# ---- design 1 ----
design_1/sizes.png
Drawn at 4 px/um.
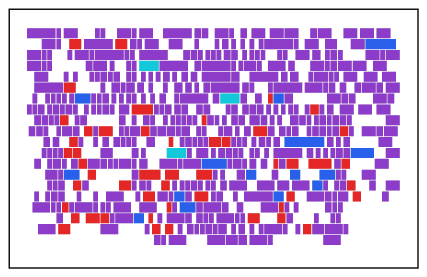
design_1/congestion.png
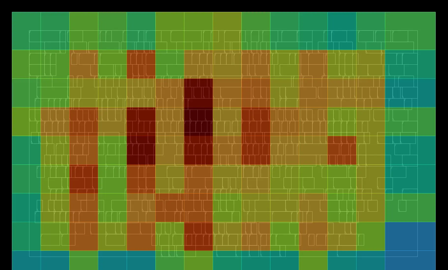
--- src/rtl/noc_pkg.sv ---
// Shared NoC router parameters and allocator types.
package noc_pkg;

    localparam int PORT_N = 5;
    localparam int PORT_W = 3;

    typedef enum logic {
        IDLE = 1'b0,
        LOCK = 1'b1
    } alloc_st_e;

    // Width needed to hold a credit count in 0..n inclusive.
    function automatic int crd_w(input int n);
        return (n < 1) ? 1 : $clog2(n + 1);
    endfunction

endpackage

--- src/rtl/rr_arb.sv ---
// Combinational round-robin arbiter: first requester at or after ptr, wrapping.
module rr_arb
    import noc_pkg::*;
#(
    parameter  int N  = PORT_N,
    localparam int IW = (N > 1) ? $clog2(N) : 1
) (
    input  logic [N-1:0]  req,
    input  logic [IW-1:0] ptr,
    output logic [N-1:0]  grt,
    output logic [IW-1:0] idx,
    output logic          any
);

    always_comb begin
        int j;
        grt = '0;
        idx = '0;
        any = |req;
        // Walk from the farthest offset back to ptr so the closest requester wins.
        for (int k = N - 1; k >= 0; k--) begin
            j = (int'(ptr) + k) % N;
            if (req[j]) begin
                grt    = '0;
                grt[j] = 1'b1;
                idx    = IW'(j);
            end
        end
    end

endmodule

--- src/rtl/outport_alloc.sv ---
// Wormhole output-port allocator: locks one input for a whole packet, credit-gated.
module outport_alloc
    import noc_pkg::*;
#(
    parameter  int PORTID = 0,
    parameter  int CRD_N  = 4,
    localparam int CRD_W  = crd_w(CRD_N),
    localparam int IDX_W  = (PORT_N > 1) ? $clog2(PORT_N) : 1
) (
    input  logic                           clk_i,
    input  logic                           rst_i,
    input  logic [PORT_N-1:0][PORT_W-1:0]  port_i,
    input  logic [PORT_N-1:0]              req_i,
    input  logic [PORT_N-1:0]              head_i,
    input  logic [PORT_N-1:0]              tail_i,
    input  logic                           crd_rtn_i,
    output logic [PORT_N-1:0]              sel_o,
    output logic [PORT_N-1:0]              ack_o,
    output logic                           vld_o,
    output logic [CRD_W-1:0]               crd_o
);

    alloc_st_e         state_q, state_d;
    logic [IDX_W-1:0]  owner_q, owner_d;
    logic [IDX_W-1:0]  ptr_q,   ptr_d;
    logic [CRD_W-1:0]  crd_q,   crd_d;
    logic [PORT_N-1:0] sel_q,   sel_d;

    logic [PORT_N-1:0] elig;
    logic [PORT_N-1:0] grt;
    logic [IDX_W-1:0]  win;
    logic              any;
    logic              xfer;

    always_comb begin
        for (int i = 0; i < PORT_N; i++) begin
            elig[i] = req_i[i] & head_i[i] & (port_i[i] == PORT_W'(PORTID));
        end
    end

    rr_arb #(.N(PORT_N)) u_arb (
        .req (elig),
        .ptr (ptr_q),
        .grt (grt),
        .idx (win),
        .any (any)
    );

    assign xfer  = (state_q == LOCK) & req_i[owner_q] & (crd_q != '0);
    assign ack_o = sel_q & {PORT_N{xfer}};
    assign vld_o = xfer;
    assign sel_o = sel_q;
    assign crd_o = crd_q;

    always_comb begin
        state_d = state_q;
        owner_d = owner_q;
        ptr_d   = ptr_q;
        sel_d   = sel_q;
        case (state_q)
            IDLE: begin
                if (any) begin
                    state_d = LOCK;
                    owner_d = win;
                    sel_d   = grt;
                end
            end
            LOCK: begin
                if (xfer && tail_i[owner_q]) begin
                    state_d = IDLE;
                    sel_d   = '0;
                    ptr_d   = (int'(owner_q) == PORT_N - 1) ? '0 : owner_q + 1'b1;
                end
            end
            default: state_d = IDLE;
        endcase
    end

    // A return at full credit saturates; it indicates an upstream bookkeeping bug.
    always_comb begin
        crd_d = crd_q;
        case ({xfer, crd_rtn_i})
            2'b10:   crd_d = crd_q - 1'b1;
            2'b01:   crd_d = (crd_q == CRD_W'(CRD_N)) ? crd_q : crd_q + 1'b1;
            default: crd_d = crd_q;
        endcase
    end

    always_ff @(posedge clk_i) begin
        if (rst_i) begin
            state_q <= IDLE;
            owner_q <= '0;
            ptr_q   <= '0;
            crd_q   <= CRD_W'(CRD_N);
            sel_q   <= '0;
        end else begin
            state_q <= state_d;
            owner_q <= owner_d;
            ptr_q   <= ptr_d;
            crd_q   <= crd_d;
            sel_q   <= sel_d;
        end
    end

    always_ff @(posedge clk_i) begin
        if (!rst_i) begin
            assert ($onehot0(sel_q)) else $error("sel_o not onehot0: %b", sel_q);
            assert ((ack_o & ~sel_q) == '0) else $error("ack_o outside sel_o: %b", ack_o);
            assert (crd_q <= CRD_W'(CRD_N)) else $error("credit overflow: %0d", crd_q);
            assert (!(crd_rtn_i && !xfer && crd_q == CRD_W'(CRD_N)))
                else $error("credit returned while full");
        end
    end

endmodule

--- config.mk ---
export PLATFORM = sky130hd
export DESIGN_NAME = outport_alloc
export DESIGN_NICKNAME = d
export VERILOG_FILES = /design/src/rtl/noc_pkg.sv /design/src/rtl/rr_arb.sv /design/src/rtl/outport_alloc.sv
export SDC_FILE = /design/constraint.sdc
export NUM_CORES = 1
export LEC_CHECK = 0
export ABC_AREA = 1
export CORE_ASPECT_RATIO = 0.6
export CORE_MARGIN = 4
export CORE_UTILIZATION = 55
export CTS_CLUSTER_DIAMETER = 120
export DETAILED_ROUTE_END_ITERATION = 8
export PLACE_DENSITY = 0.88
export SYNTH_ARGS = -nofsm -noshare
export SYNTH_HDL_FRONTEND = slang
export SYNTH_SLANG_ARGS = --single-unit
--- constraint.sdc ---
create_clock -name clk_i -period 4 [get_ports clk_i]
set_input_delay 0.4 -clock clk_i [delete_from_list [all_inputs] [get_ports clk_i]]
set_output_delay 0.4 -clock clk_i [all_outputs]
set_load 0.03 [all_outputs]
==> flow_summary.yaml <==
# synthesis and place-and-route metrics
timing:
  min_period_ns: 3.68
  finalHoldWorstSlack_ns: 0.492
  fin_setup_tns_ns: 0
  finalSetupViolations: 0
  setup_ws_ns: 0.324
  slew_viol_final: 0
  rsz0062_at_grt: "no"
finish:
  postLayoutCellArea_mm2: 0.00351
  syn_to_final_growth_pct: 21.0
  regArea_um2: 300
  drive_gt1_share_pct: 12.3
setup_path:
  crit_cells: 23
  startpoint_type: "register"
  endpoint_kind: "register"
  crit_chain: "buf_4 -> ha_1 -> nand2_1 -> nand2_4 -> nand3b_1 -> nand2_1 -> inv_1 -> ha_1 -> nand3b_2 -> nand3_4 -> nand2_1 -> nand2_2 -> nand3_1 -> nand2_1 -> nand3_2 -> nand3_1 -> nand2_1 -> nand2_1 -> nand3_1 -> nand2_1 -> nand2_1 -> nand2_1 -> a21oi_2"
  max_stage_delay_ns: 0.62
  timing.rr.start: "ptr_q[2]"
flow_run:
  log.warning_count: 44
clocking:
  clock_sinks: 15
  post_cts_buffers: 0
  clk_pin_slew_worst_paths_ns: 0.07
yosys:
  syn_area_mm2: 0.00291
  xor_area_share_pct: 3.62
  yosysMostFrequentCell: "nand2_1"
  top_area_cell: "nand2_1"
  synth_flop_count: 15
  yosysWarnings: 0
  top_cells_by_count: "nand2_1 (125), inv_1 (59), nand3_1 (57)"
routing:
  post_drt_wl_per_cell_um: 14.3
  vias: 3484
  drc: 0
placed_design:
  place_area_mm2: 0.00347
status:
  outcome: "complete, no violations"
min_path:
  min_to: "sel_o[1]"
grt:
  grt_use_met1_pct: 39.7
  grt_pass1_wl_um: 14300
floorplanning:
  fp_util_pct: 57.2
power:
  total_power_uw: 938
## Picture notes: design_1/sizes.png
- _2 cells: red (cells 49; share 9.0%; most used nand2_2)
- _6 and larger: cyan (cells 3; share 0.55%; most used clkbuf_8)
- _3 and _4 cells: blue (cells 15; share 2.8%; most used buf_4)
- _0 and _1 cells: purple (cells 477; share 88%; most used nand2_1)

## Picture notes: design_1/congestion.png
Most Used Layer, Global Route: met2
GRT Total Usage: 26.9%

==> where the power goes <==
group	switching (uW)	leakage (uW)	internal, uW
Clock	59.9	0.0000228	70.9
Sequential	19.3	0.000122	165
Combinational	402	0.00151	220
==> worst min-delay path, cell delays in order, from the launching register on <==
cell and delay [ns]:
dfxtp_1 0.32, nand2_1 0.06, a21oi_1 0.06
==> final cells by class <==
class                           count  share of cell area (%)
Clock buffer                        4                    1.28
Inverter                           65                    6.98
Timing Repair Buffer               53                    14.6
Sequential cell                    15                    8.54
Tap cell                           66                    2.35
Multi-Input combinational cell    407                    66.3

# ---- design 2 ----
<file path="config.mk">
export PLATFORM = sky130hd
export DESIGN_NAME = pacman_motion
export DESIGN_NICKNAME = d
export VERILOG_FILES = /design/src/rtl/pacman_pkg.sv /design/src/rtl/pacman_motion.sv
export SDC_FILE = /design/constraint.sdc
export NUM_CORES = 1
export LEC_CHECK = 0
export CORE_ASPECT_RATIO = 2
export CORE_MARGIN = 1
export CORE_UTILIZATION = 60
export DETAILED_ROUTE_END_ITERATION = 10
export PLACE_DENSITY = 0.91
export REMOVE_ABC_BUFFERS = 1
export SKIP_CTS_REPAIR_TIMING = 1
export SYNTH_ARGS = -nofsm -noshare
export SYNTH_HDL_FRONTEND = slang
export SYNTH_SLANG_ARGS = --single-unit
</file>
<file path="constraint.sdc">
create_clock -name clk -period 4.96 [get_ports clk]
set_input_delay 1.24 -clock clk [delete_from_list [all_inputs] [get_ports clk]]
set_output_delay 1.24 -clock clk [all_outputs]
set_load 0.02 [all_outputs]
</file>
<file path="src/rtl/pacman_pkg.sv">
// Shared definitions for the player-motion path: direction codes, FSM encoding
// and default spawn point, also used by collision_detection and the renderer.
package pacman_pkg;

    localparam logic [3:0] DIR_LEFT  = 4'b1000;
    localparam logic [3:0] DIR_UP    = 4'b0100;
    localparam logic [3:0] DIR_RIGHT = 4'b0010;
    localparam logic [3:0] DIR_DOWN  = 4'b0001;

    localparam logic [8:0] START_X_DEF = 9'd160;
    localparam logic [8:0] START_Y_DEF = 9'd232;

    typedef enum logic [1:0] {
        ST_IDLE    = 2'd0,
        ST_PROBE_Q = 2'd1,
        ST_PROBE_F = 2'd2,
        ST_MOVE    = 2'd3
    } motion_state_t;

    function automatic logic dir_valid(input logic [3:0] d);
        return (d == DIR_LEFT) || (d == DIR_UP) || (d == DIR_RIGHT) || (d == DIR_DOWN);
    endfunction

endpackage

</file>
<file path="src/rtl/pacman_motion.sv">
// Player movement controller: probes the buffered turn, falls back to the
// current heading, and commits one SPEED-pixel step per successful tick.
module pacman_motion
    import pacman_pkg::*;
#(
    parameter logic [8:0] START_X = START_X_DEF,
    parameter logic [8:0] START_Y = START_Y_DEF,
    parameter int         SPEED   = 2,
    parameter int         SETTLE  = 2,
    parameter logic [8:0] X_LO    = 9'd4,
    parameter logic [8:0] X_HI    = 9'd316
) (
    input  logic       clk,
    input  logic       rst,
    input  logic       tick,
    input  logic [3:0] key_dir,
    input  logic       collide,
    output logic [3:0] probe_dir,
    output logic [8:0] p_x,
    output logic [8:0] p_y,
    output logic [3:0] facing,
    output logic       moving,
    output logic       busy
);

    localparam logic [8:0] STEP        = 9'(SPEED);
    localparam logic [1:0] SETTLE_LAST = 2'(SETTLE - 1);

    motion_state_t state_q, state_d;
    logic [3:0]    queued_q, queued_d;
    logic [3:0]    facing_q, facing_d;
    logic [3:0]    probe_q, probe_d;
    logic [8:0]    x_q, x_d;
    logic [8:0]    y_q, y_d;
    logic          moving_q, moving_d;
    logic          pending_q, pending_d;
    logic [1:0]    cnt_q, cnt_d;
    logic          settled;

    assign settled = (cnt_q == SETTLE_LAST);

    always_comb begin
        state_d   = state_q;
        queued_d  = queued_q;
        facing_d  = facing_q;
        probe_d   = probe_q;
        x_d       = x_q;
        y_d       = y_q;
        moving_d  = moving_q;
        pending_d = pending_q;
        cnt_d     = cnt_q;

        if (dir_valid(key_dir)) begin
            queued_d = key_dir;
        end
        if (state_q != ST_IDLE && tick) begin
            pending_d = 1'b1;
        end

        case (state_q)
            ST_IDLE: begin
                if (tick || pending_q) begin
                    pending_d = 1'b0;
                    probe_d   = queued_q;
                    cnt_d     = 2'd0;
                    state_d   = ST_PROBE_Q;
                end
            end
            ST_PROBE_Q: begin
                // probe_q holds the queued direction as it was when probed, so a
                // key change during the settle window cannot commit an unchecked turn
                if (!settled) begin
                    cnt_d = cnt_q + 2'd1;
                end else if (!collide) begin
                    facing_d = probe_q;
                    state_d  = ST_MOVE;
                end else if (probe_q == facing_q) begin
                    moving_d = 1'b0;
                    state_d  = ST_IDLE;
                end else begin
                    probe_d = facing_q;
                    cnt_d   = 2'd0;
                    state_d = ST_PROBE_F;
                end
            end
            ST_PROBE_F: begin
                if (!settled) begin
                    cnt_d = cnt_q + 2'd1;
                end else if (!collide) begin
                    state_d = ST_MOVE;
                end else begin
                    moving_d = 1'b0;
                    state_d  = ST_IDLE;
                end
            end
            ST_MOVE: begin
                case (facing_q)
                    DIR_LEFT:  x_d = (x_q < X_LO + STEP) ? X_HI : x_q - STEP;
                    DIR_RIGHT: x_d = (9'(x_q + STEP) > X_HI) ? X_LO : x_q + STEP;
                    DIR_UP:    y_d = y_q - STEP;
                    DIR_DOWN:  y_d = y_q + STEP;
                    default:   ;
                endcase
                moving_d = 1'b1;
                state_d  = ST_IDLE;
            end
            default: state_d = ST_IDLE;
        endcase
    end

    always_ff @(posedge clk or posedge rst) begin
        if (rst) begin
            state_q   <= ST_IDLE;
            queued_q  <= DIR_LEFT;
            facing_q  <= DIR_LEFT;
            probe_q   <= DIR_LEFT;
            x_q       <= START_X;
            y_q       <= START_Y;
            moving_q  <= 1'b0;
            pending_q <= 1'b0;
            cnt_q     <= 2'd0;
        end else begin
            state_q   <= state_d;
            queued_q  <= queued_d;
            facing_q  <= facing_d;
            probe_q   <= probe_d;
            x_q       <= x_d;
            y_q       <= y_d;
            moving_q  <= moving_d;
            pending_q <= pending_d;
            cnt_q     <= cnt_d;
        end
    end

    assign probe_dir = probe_q;
    assign p_x       = x_q;
    assign p_y       = y_q;
    assign facing    = facing_q;
    assign moving    = moving_q;
    assign busy      = (state_q != ST_IDLE);

endmodule

</file>
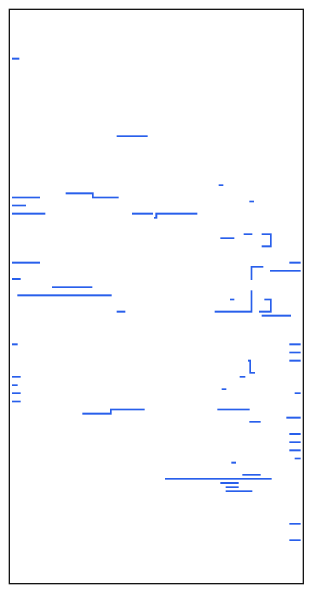
design_2/layer_met3.png
Drawn at 6 px/um.
- main direction: horizontal
- nets with wire on the layer: 42
grt met3 use: 3.19%
DR vias: 2,284
DRT Wirelength: 6110 um

==> flow_summary.yaml <==
# synthesis and place-and-route metrics
floorplanning:
  fp_util_pct: 63.5
  chipArea_mm2: 0.00466
  die_width_um: 48.8
  rows: 33
grt:
  grt_max_degree: 31
  track_usage_pct: 28.1
finish:
  layout.area.comb_mm2: 0.00159
  lay_top_cells: "clkdlybuf4s50_1 (33), o21ai_0 (25), dfrtp_1 (25)"
  regArea_um2: 862
timing:
  hold_viol_final: 0
  fmax_ghz: 0.332
  min_period_ns: 3.01
  slew_viol_final: 0
  rsz0062_at_grt: "no"
clocking:
  clock_sinks: 34
  cts_root_buffer: "clkbuf_8"
yosys:
  edf_count: 0
  ys_sh_mux_pct: 6.77
  async_flop_share_pct: 100
setup_path:
  crit_arrival_ns: 1.77
  cp_top_family: "buffers and inverters"
  crit_start: "state_q[0]"
status:
  outcome: "complete, no violations"
power:
  power.group.top: "combinational logic"
  p_comb_uw: 1270
  pwr-share-clk_pct: 11.7
placed_design:
  place_area_mm2: 0.00292
  gp_congestion: 1.03
  dpl.cell_count: 366
routing:
  drt-vias-per-instance: 6.11
flow_run:
  maxCapViolations: 0
min_path:
  hold_start: "queued_q[1]"
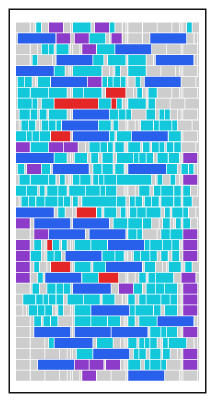
design_2/placement_by_type.png
Drawn at 4 px/um. Fill, decap, tap and diode cells in grey.
- sequential cells: blue (cells 34; share of their area 29%)
- combinational and other logic: cyan (cells 246; share of their area 56%)
- clock drivers and dummy loads: red (cells 8; share of their area 3.6%)
- remaining buffers and delay cells: purple (cells 34; share of their area 11%)
core region area: 0.00413 mm2
Seq/total area: 28.5%
Final Util: 73.3%
fin area: 0.00303 mm2

sequential cells by signal, summed over array words and instances, names as in the netlist:
signal     cells
queued_q       4
p_y            8
facing         4
state_q        2
cnt_q          2
pending_q      1
probe_dir      4
p_x            8
moving         1
per-layer routing:
metal  vias to the layer above  track usage, %
met5                         -               0
met4                         0            15.9
met3                        15            3.19
met2                        70            54.9
met1                      1073            28.0
li1                       1126               -
kinds of logic after synthesis:
family | after synthesis
AND/OR/NAND/NOR | 97
AND-OR/OR-AND | 83
adder cells (fa/ha/maj) | 16
other | 1
multiplexers | 16
flip-flops | 34
buffers and inverters | 37
XOR/XNOR | 14

# ---- design 3 ----
===== src/rtl/ex_mem_flag_stage_pkg.sv =====
// Shared definitions for the EX/MEM flag stage and the branch condition evaluator.
// Latency: n/a (declarations only).
// Backpressure: n/a.
package ex_mem_flag_stage_pkg;

  // Bit positions inside the {N,Z,V} flag vector (ALU Flags order).
  localparam int FLAG_N = 2;
  localparam int FLAG_Z = 1;
  localparam int FLAG_V = 0;

  // Branch condition encodings.
  localparam logic [2:0] CC_NE = 3'b000;
  localparam logic [2:0] CC_EQ = 3'b001;
  localparam logic [2:0] CC_GT = 3'b010;
  localparam logic [2:0] CC_LT = 3'b011;
  localparam logic [2:0] CC_GE = 3'b100;
  localparam logic [2:0] CC_LE = 3'b101;
  localparam logic [2:0] CC_OV = 3'b110;
  localparam logic [2:0] CC_UN = 3'b111;

  // Stage control state: HALTED is left only through reset.
  typedef enum logic {
    ST_RUN    = 1'b0,
    ST_HALTED = 1'b1
  } stage_state_t;

endpackage


===== src/rtl/ex_mem_flag_stage_branch_cond_eval.sv =====
// Branch condition evaluator: 3-bit condition code + {N,Z,V} flags -> taken.
// Latency: 0 (pure combinational); also instantiated by decode.
// Backpressure: none.
// Ports: cond (condition code), flags ({N,Z,V}), taken (condition holds).
module branch_cond_eval
  import ex_mem_flag_stage_pkg::*;
(
  input  logic [2:0] cond,
  input  logic [2:0] flags,
  output logic       taken
);

  logic n;
  logic z;
  logic v;

  assign n = flags[FLAG_N];
  assign z = flags[FLAG_Z];
  assign v = flags[FLAG_V];

  always_comb begin
    taken = 1'b0;
    case (cond)
      CC_NE:   taken = ~z;
      CC_EQ:   taken = z;
      CC_GT:   taken = ~z & ~n;
      CC_LT:   taken = n;
      CC_GE:   taken = z | (~z & ~n);
      CC_LE:   taken = n | z;
      CC_OV:   taken = v;
      CC_UN:   taken = 1'b1;
      default: taken = 1'b0;
    endcase
  end

endmodule


===== src/rtl/ex_mem_flag_stage.sv =====
// EX/MEM stage register, architectural N/Z/V flag register and branch resolve.
// Latency: 1 cycle EX->MEM; br_taken is combinational with a same-cycle flag bypass.
// Backpressure: stall holds every register; flush or an invalid/halted EX inserts a bubble.
// Ports: clk/rst; ex_* EX-side instruction, flags and control; stall/flush pipeline control;
//        br_cond decode branch condition; mem_* registered MEM-side copies; flags_q flag
//        register; br_taken branch resolution; halted sticky halt status.
module ex_mem_flag_stage
  import ex_mem_flag_stage_pkg::*;
#(
  parameter int DATA_W     = 16,
  parameter int REG_ADDR_W = 4,
  parameter int FLAG_W     = 3
) (
  input  logic                  clk,
  input  logic                  rst,
  input  logic                  ex_valid,
  input  logic [DATA_W-1:0]     ex_alu_out,
  input  logic [FLAG_W-1:0]     ex_flags,
  input  logic [FLAG_W-1:0]     ex_flag_en,
  input  logic [REG_ADDR_W-1:0] ex_rd,
  input  logic                  ex_reg_write,
  input  logic                  ex_mem_read,
  input  logic                  ex_mem_write,
  input  logic [DATA_W-1:0]     ex_store_data,
  input  logic                  ex_halt,
  input  logic                  stall,
  input  logic                  flush,
  input  logic [2:0]            br_cond,
  output logic                  mem_valid,
  output logic [DATA_W-1:0]     mem_alu_out,
  output logic [REG_ADDR_W-1:0] mem_rd,
  output logic                  mem_reg_write,
  output logic                  mem_mem_read,
  output logic                  mem_mem_write,
  output logic [DATA_W-1:0]     mem_store_data,
  output logic                  mem_halt,
  output logic [FLAG_W-1:0]     flags_q,
  output logic                  br_taken,
  output logic                  halted
);

  stage_state_t state_q;
  stage_state_t state_d;

  logic              accept;
  logic [FLAG_W-1:0] merged_flags;
  logic [FLAG_W-1:0] eff_flags;

  assign halted = (state_q == ST_HALTED);
  assign accept = ex_valid & ~stall & ~flush & ~halted;

  // Only the flags the ALU enables are overwritten; the rest keep their old value.
  assign merged_flags = (flags_q & ~ex_flag_en) | (ex_flags & ex_flag_en);

  // Bypass so a branch directly behind a flag-setting op resolves without a bubble.
  assign eff_flags = accept ? merged_flags : flags_q;

  branch_cond_eval u_branch_cond_eval (
    .cond  (br_cond),
    .flags (eff_flags),
    .taken (br_taken)
  );

  // Halt FSM: an accepted HLT parks the stage until reset.
  always_ff @(posedge clk or posedge rst) begin
    if (rst) begin
      state_q <= ST_RUN;
    end else begin
      state_q <= state_d;
    end
  end

  always_comb begin
    state_d = state_q;
    case (state_q)
      ST_RUN:    if (accept && ex_halt) state_d = ST_HALTED;
      ST_HALTED: state_d = ST_HALTED;
      default:   state_d = ST_RUN;
    endcase
  end

  // Stage registers. Bubbles clear only the control bits; data fields keep their
  // last value since nothing downstream looks at them without mem_valid.
  always_ff @(posedge clk or posedge rst) begin
    if (rst) begin
      mem_valid      <= 1'b0;
      mem_alu_out    <= '0;
      mem_rd         <= '0;
      mem_reg_write  <= 1'b0;
      mem_mem_read   <= 1'b0;
      mem_mem_write  <= 1'b0;
      mem_store_data <= '0;
      mem_halt       <= 1'b0;
      flags_q        <= '0;
    end else if (flush || (!stall && !accept)) begin
      mem_valid     <= 1'b0;
      mem_reg_write <= 1'b0;
      mem_mem_read  <= 1'b0;
      mem_mem_write <= 1'b0;
      mem_halt      <= 1'b0;
    end else if (accept) begin
      mem_valid      <= 1'b1;
      mem_alu_out    <= ex_alu_out;
      mem_rd         <= ex_rd;
      mem_reg_write  <= ex_reg_write;
      mem_mem_read   <= ex_mem_read;
      mem_mem_write  <= ex_mem_write;
      mem_store_data <= ex_store_data;
      mem_halt       <= ex_halt;
      flags_q        <= merged_flags;
    end
    // Remaining case is a stall without flush: everything holds.
  end

endmodule


===== config.mk =====
export PLATFORM = sky130hd
export DESIGN_NAME = ex_mem_flag_stage
export DESIGN_NICKNAME = d
export VERILOG_FILES = /design/src/rtl/ex_mem_flag_stage_pkg.sv /design/src/rtl/ex_mem_flag_stage_branch_cond_eval.sv /design/src/rtl/ex_mem_flag_stage.sv
export SDC_FILE = /design/constraint.sdc
export NUM_CORES = 1
export LEC_CHECK = 0
export ABC_AREA = 1
export ABC_CLOCK_PERIOD_IN_PS = 1800
export CAP_MARGIN = 30
export CORE_ASPECT_RATIO = 1.4
export CORE_MARGIN = 3
export CORE_UTILIZATION = 40
export DETAILED_ROUTE_END_ITERATION = 8
export HOLD_SLACK_MARGIN = 0.15
export PLACE_DENSITY = 0.84
export SLEW_MARGIN = 20
export SYNTH_ARGS = -nofsm -noshare
export SYNTH_HDL_FRONTEND = slang
export SYNTH_SLANG_ARGS = --single-unit

===== constraint.sdc =====
create_clock -name clk -period 1.8 [get_ports clk]
set_input_delay 0.36 -clock clk [delete_from_list [all_inputs] [get_ports clk]]
set_output_delay 0.36 -clock clk [all_outputs]
set_load 0.005 [all_outputs]

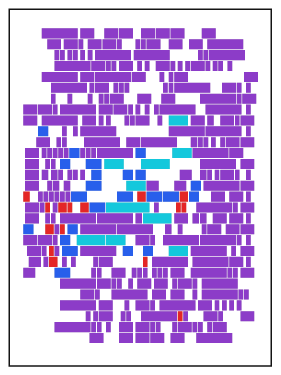
design_3/sizes.png
Drawn at 4 px/um.
- _3 and _4 cells: blue (cells 23; share 6.6%; most used buf_4)
- _0 and _1 cells: purple (cells 302; share 86%; most used nand2_1)
- _2 cells: red (cells 15; share 4.3%; most used inv_2)
- _6 and larger: cyan (cells 10; share 2.9%; most used clkbuf_8)
worst setup margin: -0.103 ns
Non-clk bufs: 115
fin area: 0.00324 mm2
Syn-to-layout area delta: 65.4%

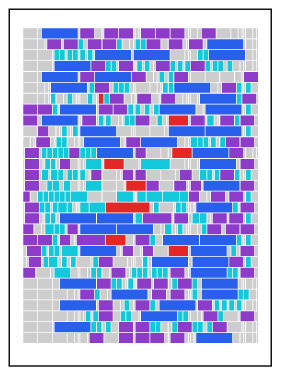
design_3/placement_by_type.png
Drawn at 4 px/um. Fill, decap, tap and diode cells in grey.
- remaining buffers and delay cells: purple (cells 115; share of their area 36%)
- sequential cells: blue (cells 45; share of their area 36%)
- combinational and other logic: cyan (cells 182; share of their area 25%)
- clock drivers and dummy loads: red (cells 8; share of their area 3.7%)
Final Util: 69.8%
core region area: 0.00464 mm2
Seq/total area: 34.7%

==> flow_summary.yaml <==
# synthesis and place-and-route metrics
status:
  outcome: "complete, but fails checks"
  violations: "setup timing"
timing:
  setup_ws_ns: -0.103
  finalSetupViolations: 1
  slew_headroom_pct: 72.1
yosys:
  xor_area_share_pct: 0
  syn_avg_cell_area_um2: 8.34
  async_flop_share_pct: 100
power:
  p_per_area_mw_per_mm2: 605
  p_comb_uw: 185
grt:
  grt_use_met3_pct: 3.30
  antenna_found_initial: 0
  overflow: 0
routing:
  wl_met1_um: 1970
min_path:
  hold_path.class: "in -> async"
setup_path:
  endpoint_kind: "output port"
  worstPathRequired_ns: 1.44
clocking:
  hold_buffers: 0
floorplanning:
  die_width_um: 65.2
placed_design:
  gp_congestion: 0.769
  place_ws_ns: -0.657
## cell type report
| type | count | area [um2] |
|---|---|---|
| clock buffers | 7 | 86.3 |
| flip-flops and latches | 45 | 1130 |
| multi-input cells | 164 | 728 |
| well taps | 62 | 77.6 |
| fillers | 395 | 1400 |
| inverters | 18 | 67.6 |
| clock inverters | 1 | 30.0 |
| repair buffers | 115 | 1120 |
## how the worst max path moves through the flow
stage           startpoint  endpoint
3_3_place_gp      ex_valid  br_taken
2_1_floorplan       halted  br_taken
3_5_place_dp      ex_valid  br_taken
5_1_grt             halted  br_taken
6_report       ex_flags[1]  br_taken
4_1_cts             halted  br_taken

# ---- design 4 ----
design_4/placement_by_type.png
Drawn at 1 px/um. Fill, decap, tap and diode cells in grey.
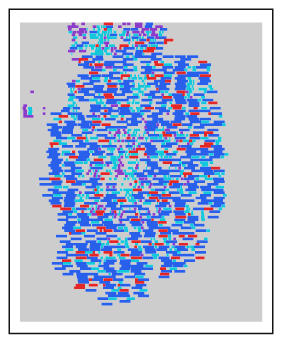
design_4/layer_met3.png
Drawn at 1.5 px/um.
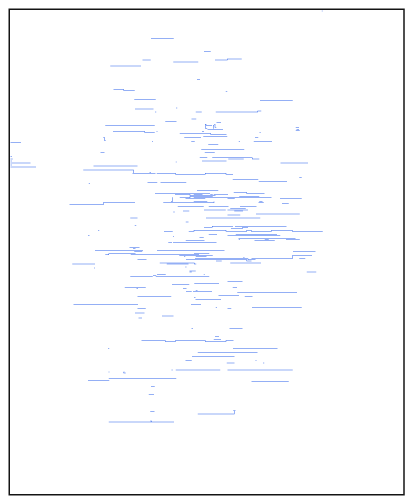
--- src/rtl/data_buffer.sv ---
// Shared 64-byte TX/RX FIFO between the AHB slave and the USB endpoint.
// Optional sticky error flag: define DATABUFFER_ERROR_FLAG_EN.
module data_buffer #(
  parameter int DATA_WIDTH = 8,
  parameter int ADDR_BITS  = 6
) (
  input  logic                  clk,
  input  logic                  n_rst,
  input  logic                  clear,
  input  logic                  flush,
  input  logic                  store_tx_data,
  input  logic [DATA_WIDTH-1:0] tx_data,
  input  logic                  store_rx_packet_data,
  input  logic [DATA_WIDTH-1:0] rx_packet_data,
  input  logic                  get_tx_packet_data,
  input  logic                  get_rx_data,
  output logic [ADDR_BITS:0]    buffer_occupancy,
  output logic [DATA_WIDTH-1:0] tx_packet_data,
`ifdef DATABUFFER_ERROR_FLAG_EN
  output logic [DATA_WIDTH-1:0] rx_data,
  output logic                  error
`else
  output logic [DATA_WIDTH-1:0] rx_data
`endif
);

  localparam int DEPTH = 2 ** ADDR_BITS;
  localparam logic [ADDR_BITS:0] FULL_CNT =
    (ADDR_BITS + 1)'(DEPTH);

  logic [DATA_WIDTH-1:0] mem [DEPTH];
  logic [ADDR_BITS-1:0]  wptr;
  logic [ADDR_BITS-1:0]  rptr;
  logic [DATA_WIDTH-1:0] wdata;
  logic                  wipe;
  logic                  push_req;
  logic                  pop_req;
  logic                  full;
  logic                  empty;
  logic                  push_ok;
  logic                  pop_ok;

  assign wipe     = n_rst | clear | flush;
  assign push_req = store_tx_data | store_rx_packet_data;
  assign pop_req  = get_tx_packet_data | get_rx_data;
  assign full     = (buffer_occupancy == FULL_CNT);
  assign empty    = (buffer_occupancy == '0);
  assign push_ok  = push_req & ~full & ~wipe;
  assign pop_ok   = pop_req & ~empty & ~wipe;
  // TX side wins when both directions strobe together
  assign wdata    = store_tx_data ? tx_data : rx_packet_data;

  always_ff @(posedge clk) begin
    if (push_ok) mem[wptr] <= wdata;
  end

  always_ff @(posedge clk) begin
    if (wipe) begin
      wptr             <= '0;
      rptr             <= '0;
      buffer_occupancy <= '0;
      tx_packet_data   <= '0;
      rx_data          <= '0;
    end else begin
      if (push_ok) wptr <= wptr + ADDR_BITS'(1);
      if (pop_ok) begin
        rptr <= rptr + ADDR_BITS'(1);
        if (get_tx_packet_data) tx_packet_data <= mem[rptr];
        else                    rx_data        <= mem[rptr];
      end
      unique case (1'b1)
        (push_ok && !pop_ok):
          buffer_occupancy <= buffer_occupancy + (ADDR_BITS + 1)'(1);
        (pop_ok && !push_ok):
          buffer_occupancy <= buffer_occupancy - (ADDR_BITS + 1)'(1);
        default: ;
      endcase
    end
  end

`ifdef DATABUFFER_ERROR_FLAG_EN
  always_ff @(posedge clk) begin
    if (wipe)
      error <= 1'b0;
    else if ((push_req && full) || (pop_req && empty))
      error <= 1'b1;
  end
`endif

endmodule

--- config.mk ---
export PLATFORM = sky130hd
export DESIGN_NAME = data_buffer
export DESIGN_NICKNAME = d
export VERILOG_FILES = /design/src/rtl/data_buffer.sv
export SDC_FILE = /design/constraint.sdc
export NUM_CORES = 1
export LEC_CHECK = 0
export CORE_ASPECT_RATIO = 1.25
export CORE_MARGIN = 10
export CORE_UTILIZATION = 30
export CTS_CLUSTER_DIAMETER = 30
export DETAILED_ROUTE_END_ITERATION = 6
export SLEW_MARGIN = 20
export SYNTH_ARGS = -nofsm -noshare
export SYNTH_HDL_FRONTEND = slang
export SYNTH_SLANG_ARGS = --single-unit
export TNS_END_PERCENT = 1
--- constraint.sdc ---
create_clock -name clk -period 3.85 [get_ports clk]
set_clock_uncertainty 0.1 [all_clocks]
set_input_delay 0.9625 -clock clk [delete_from_list [all_inputs] [get_ports clk]]
set_output_delay 0.9625 -clock clk [all_outputs]
set_load 0.05 [all_outputs]
==> flow_summary.yaml <==
# synthesis and place-and-route metrics
status:
  outcome: "complete, no violations"
yosys:
  top_logic_kind: "multiplexers"
  top_area_share_pct: 69.9
  synthCells: 1279
  synth_seq_share_pct: 73.7
  yosys_most_used_dff: "edfxtp_1"
  top_cells_by_count: "edfxtp_1 (512), mux2i_1 (145), nor2_1 (87)"
  top_area_cell: "edfxtp_1"
  ys_area_mm2: 0.0220
  syn_area_mm2: 0.0220
  yosysWarnings: 0
flow_run:
  log.warning_count: 28
  maxCapViolations: 0
setup_path:
  crit_path_top_delay_cell: "or3_1"
  endpoint: "buffer_occupancy[4]"
clocking:
  post_cts_resized: 0
  hold_buffers: 0
  cts_tree: "done"
grt:
  overflow: 0
  track_usage_pct: 13.0
  grt_use_met1_pct: 15.6
timing:
  final.period_utilization_pct: 93.5
  fmax_ghz: 0.278
  worstMarginPinSlew_ns: 0.820
  finalSetupViolations: 0
  rsz0062_at_grt: "no"
min_path:
  hold_start: "rptr[1]"
finish:
  inv_count: 3
  n_antenna_cell: 0
  drive_gt1_share_pct: 23.9
  nClkBuffers: 88
  syn_to_final_growth_pct: 24.1
  lay_top_count: "edfxtp_1"
routing:
  drt.antenna.violating_nets: 0
  drtIter0Drc: 1067
power:
  combinationalPowerShare_pct: 1.6
  switching_share_pct: 20.9
  pwr-share-clk_pct: 52.7
## Picture notes: design_4/placement_by_type.png
- combinational and other logic: cyan (cells 652; share of their area 21%)
- remaining buffers and delay cells: purple (cells 183; share of their area 6.0%)
- clock drivers and dummy loads: red (cells 153; share of their area 11%)
- sequential cells: blue (cells 553; share of their area 62%)

## Picture notes: design_4/layer_met3.png
- nets with wire on the layer: 105
- share of all routed wire: 5.0%
- main direction: horizontal
- longest straight run: 51.5 um
DRT Wirelength: 55,500 um
DR vias: 12,300
grt met3 use: 2.10%

-- per-stage QoR --
step / setup WS (ns) / util [%] / instance area [um2]
after global placement: -0.289 / 33.7 / 24400
after global routing: 0.137 / 37.7 / 27300
after detailed placement: -0.282 / 33.7 / 24400
after floorplan: -0.190 / - / 22000
after CTS: 0.297 / 37.7 / 27300
final: 0.251 / 37.7 / 27300
-- sequential cells by signal, indices dropped and copies added (netlist names), named ones only --
register,count
rx_data,8
mem,512
rptr,6
wptr,6
tx_packet_data,8
buffer_occupancy,7


==> layout pictures side by side <==
Selected gate families.
Drawn at 4 px/um.
Plate I
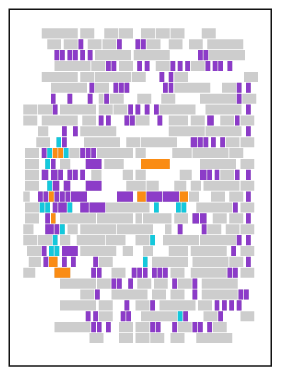
Plate II
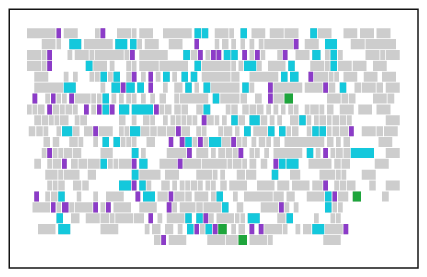
Plate III
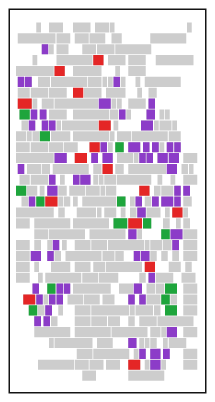
Of these, smallest die: Plate III
Of these, most cells: Plate II
Plate I is design 3.
Plate III is design 2.
Plate II is design 1.

Key to Plate III:
- and/or cells: green (cells 14; most used or3_1)
- non-inverting ao/oa cells: red (cells 15; most used a21o_1)
- aoi and oai cells: purple (cells 68; most used o21ai_0)

Power and IR drop assume default switching activity.
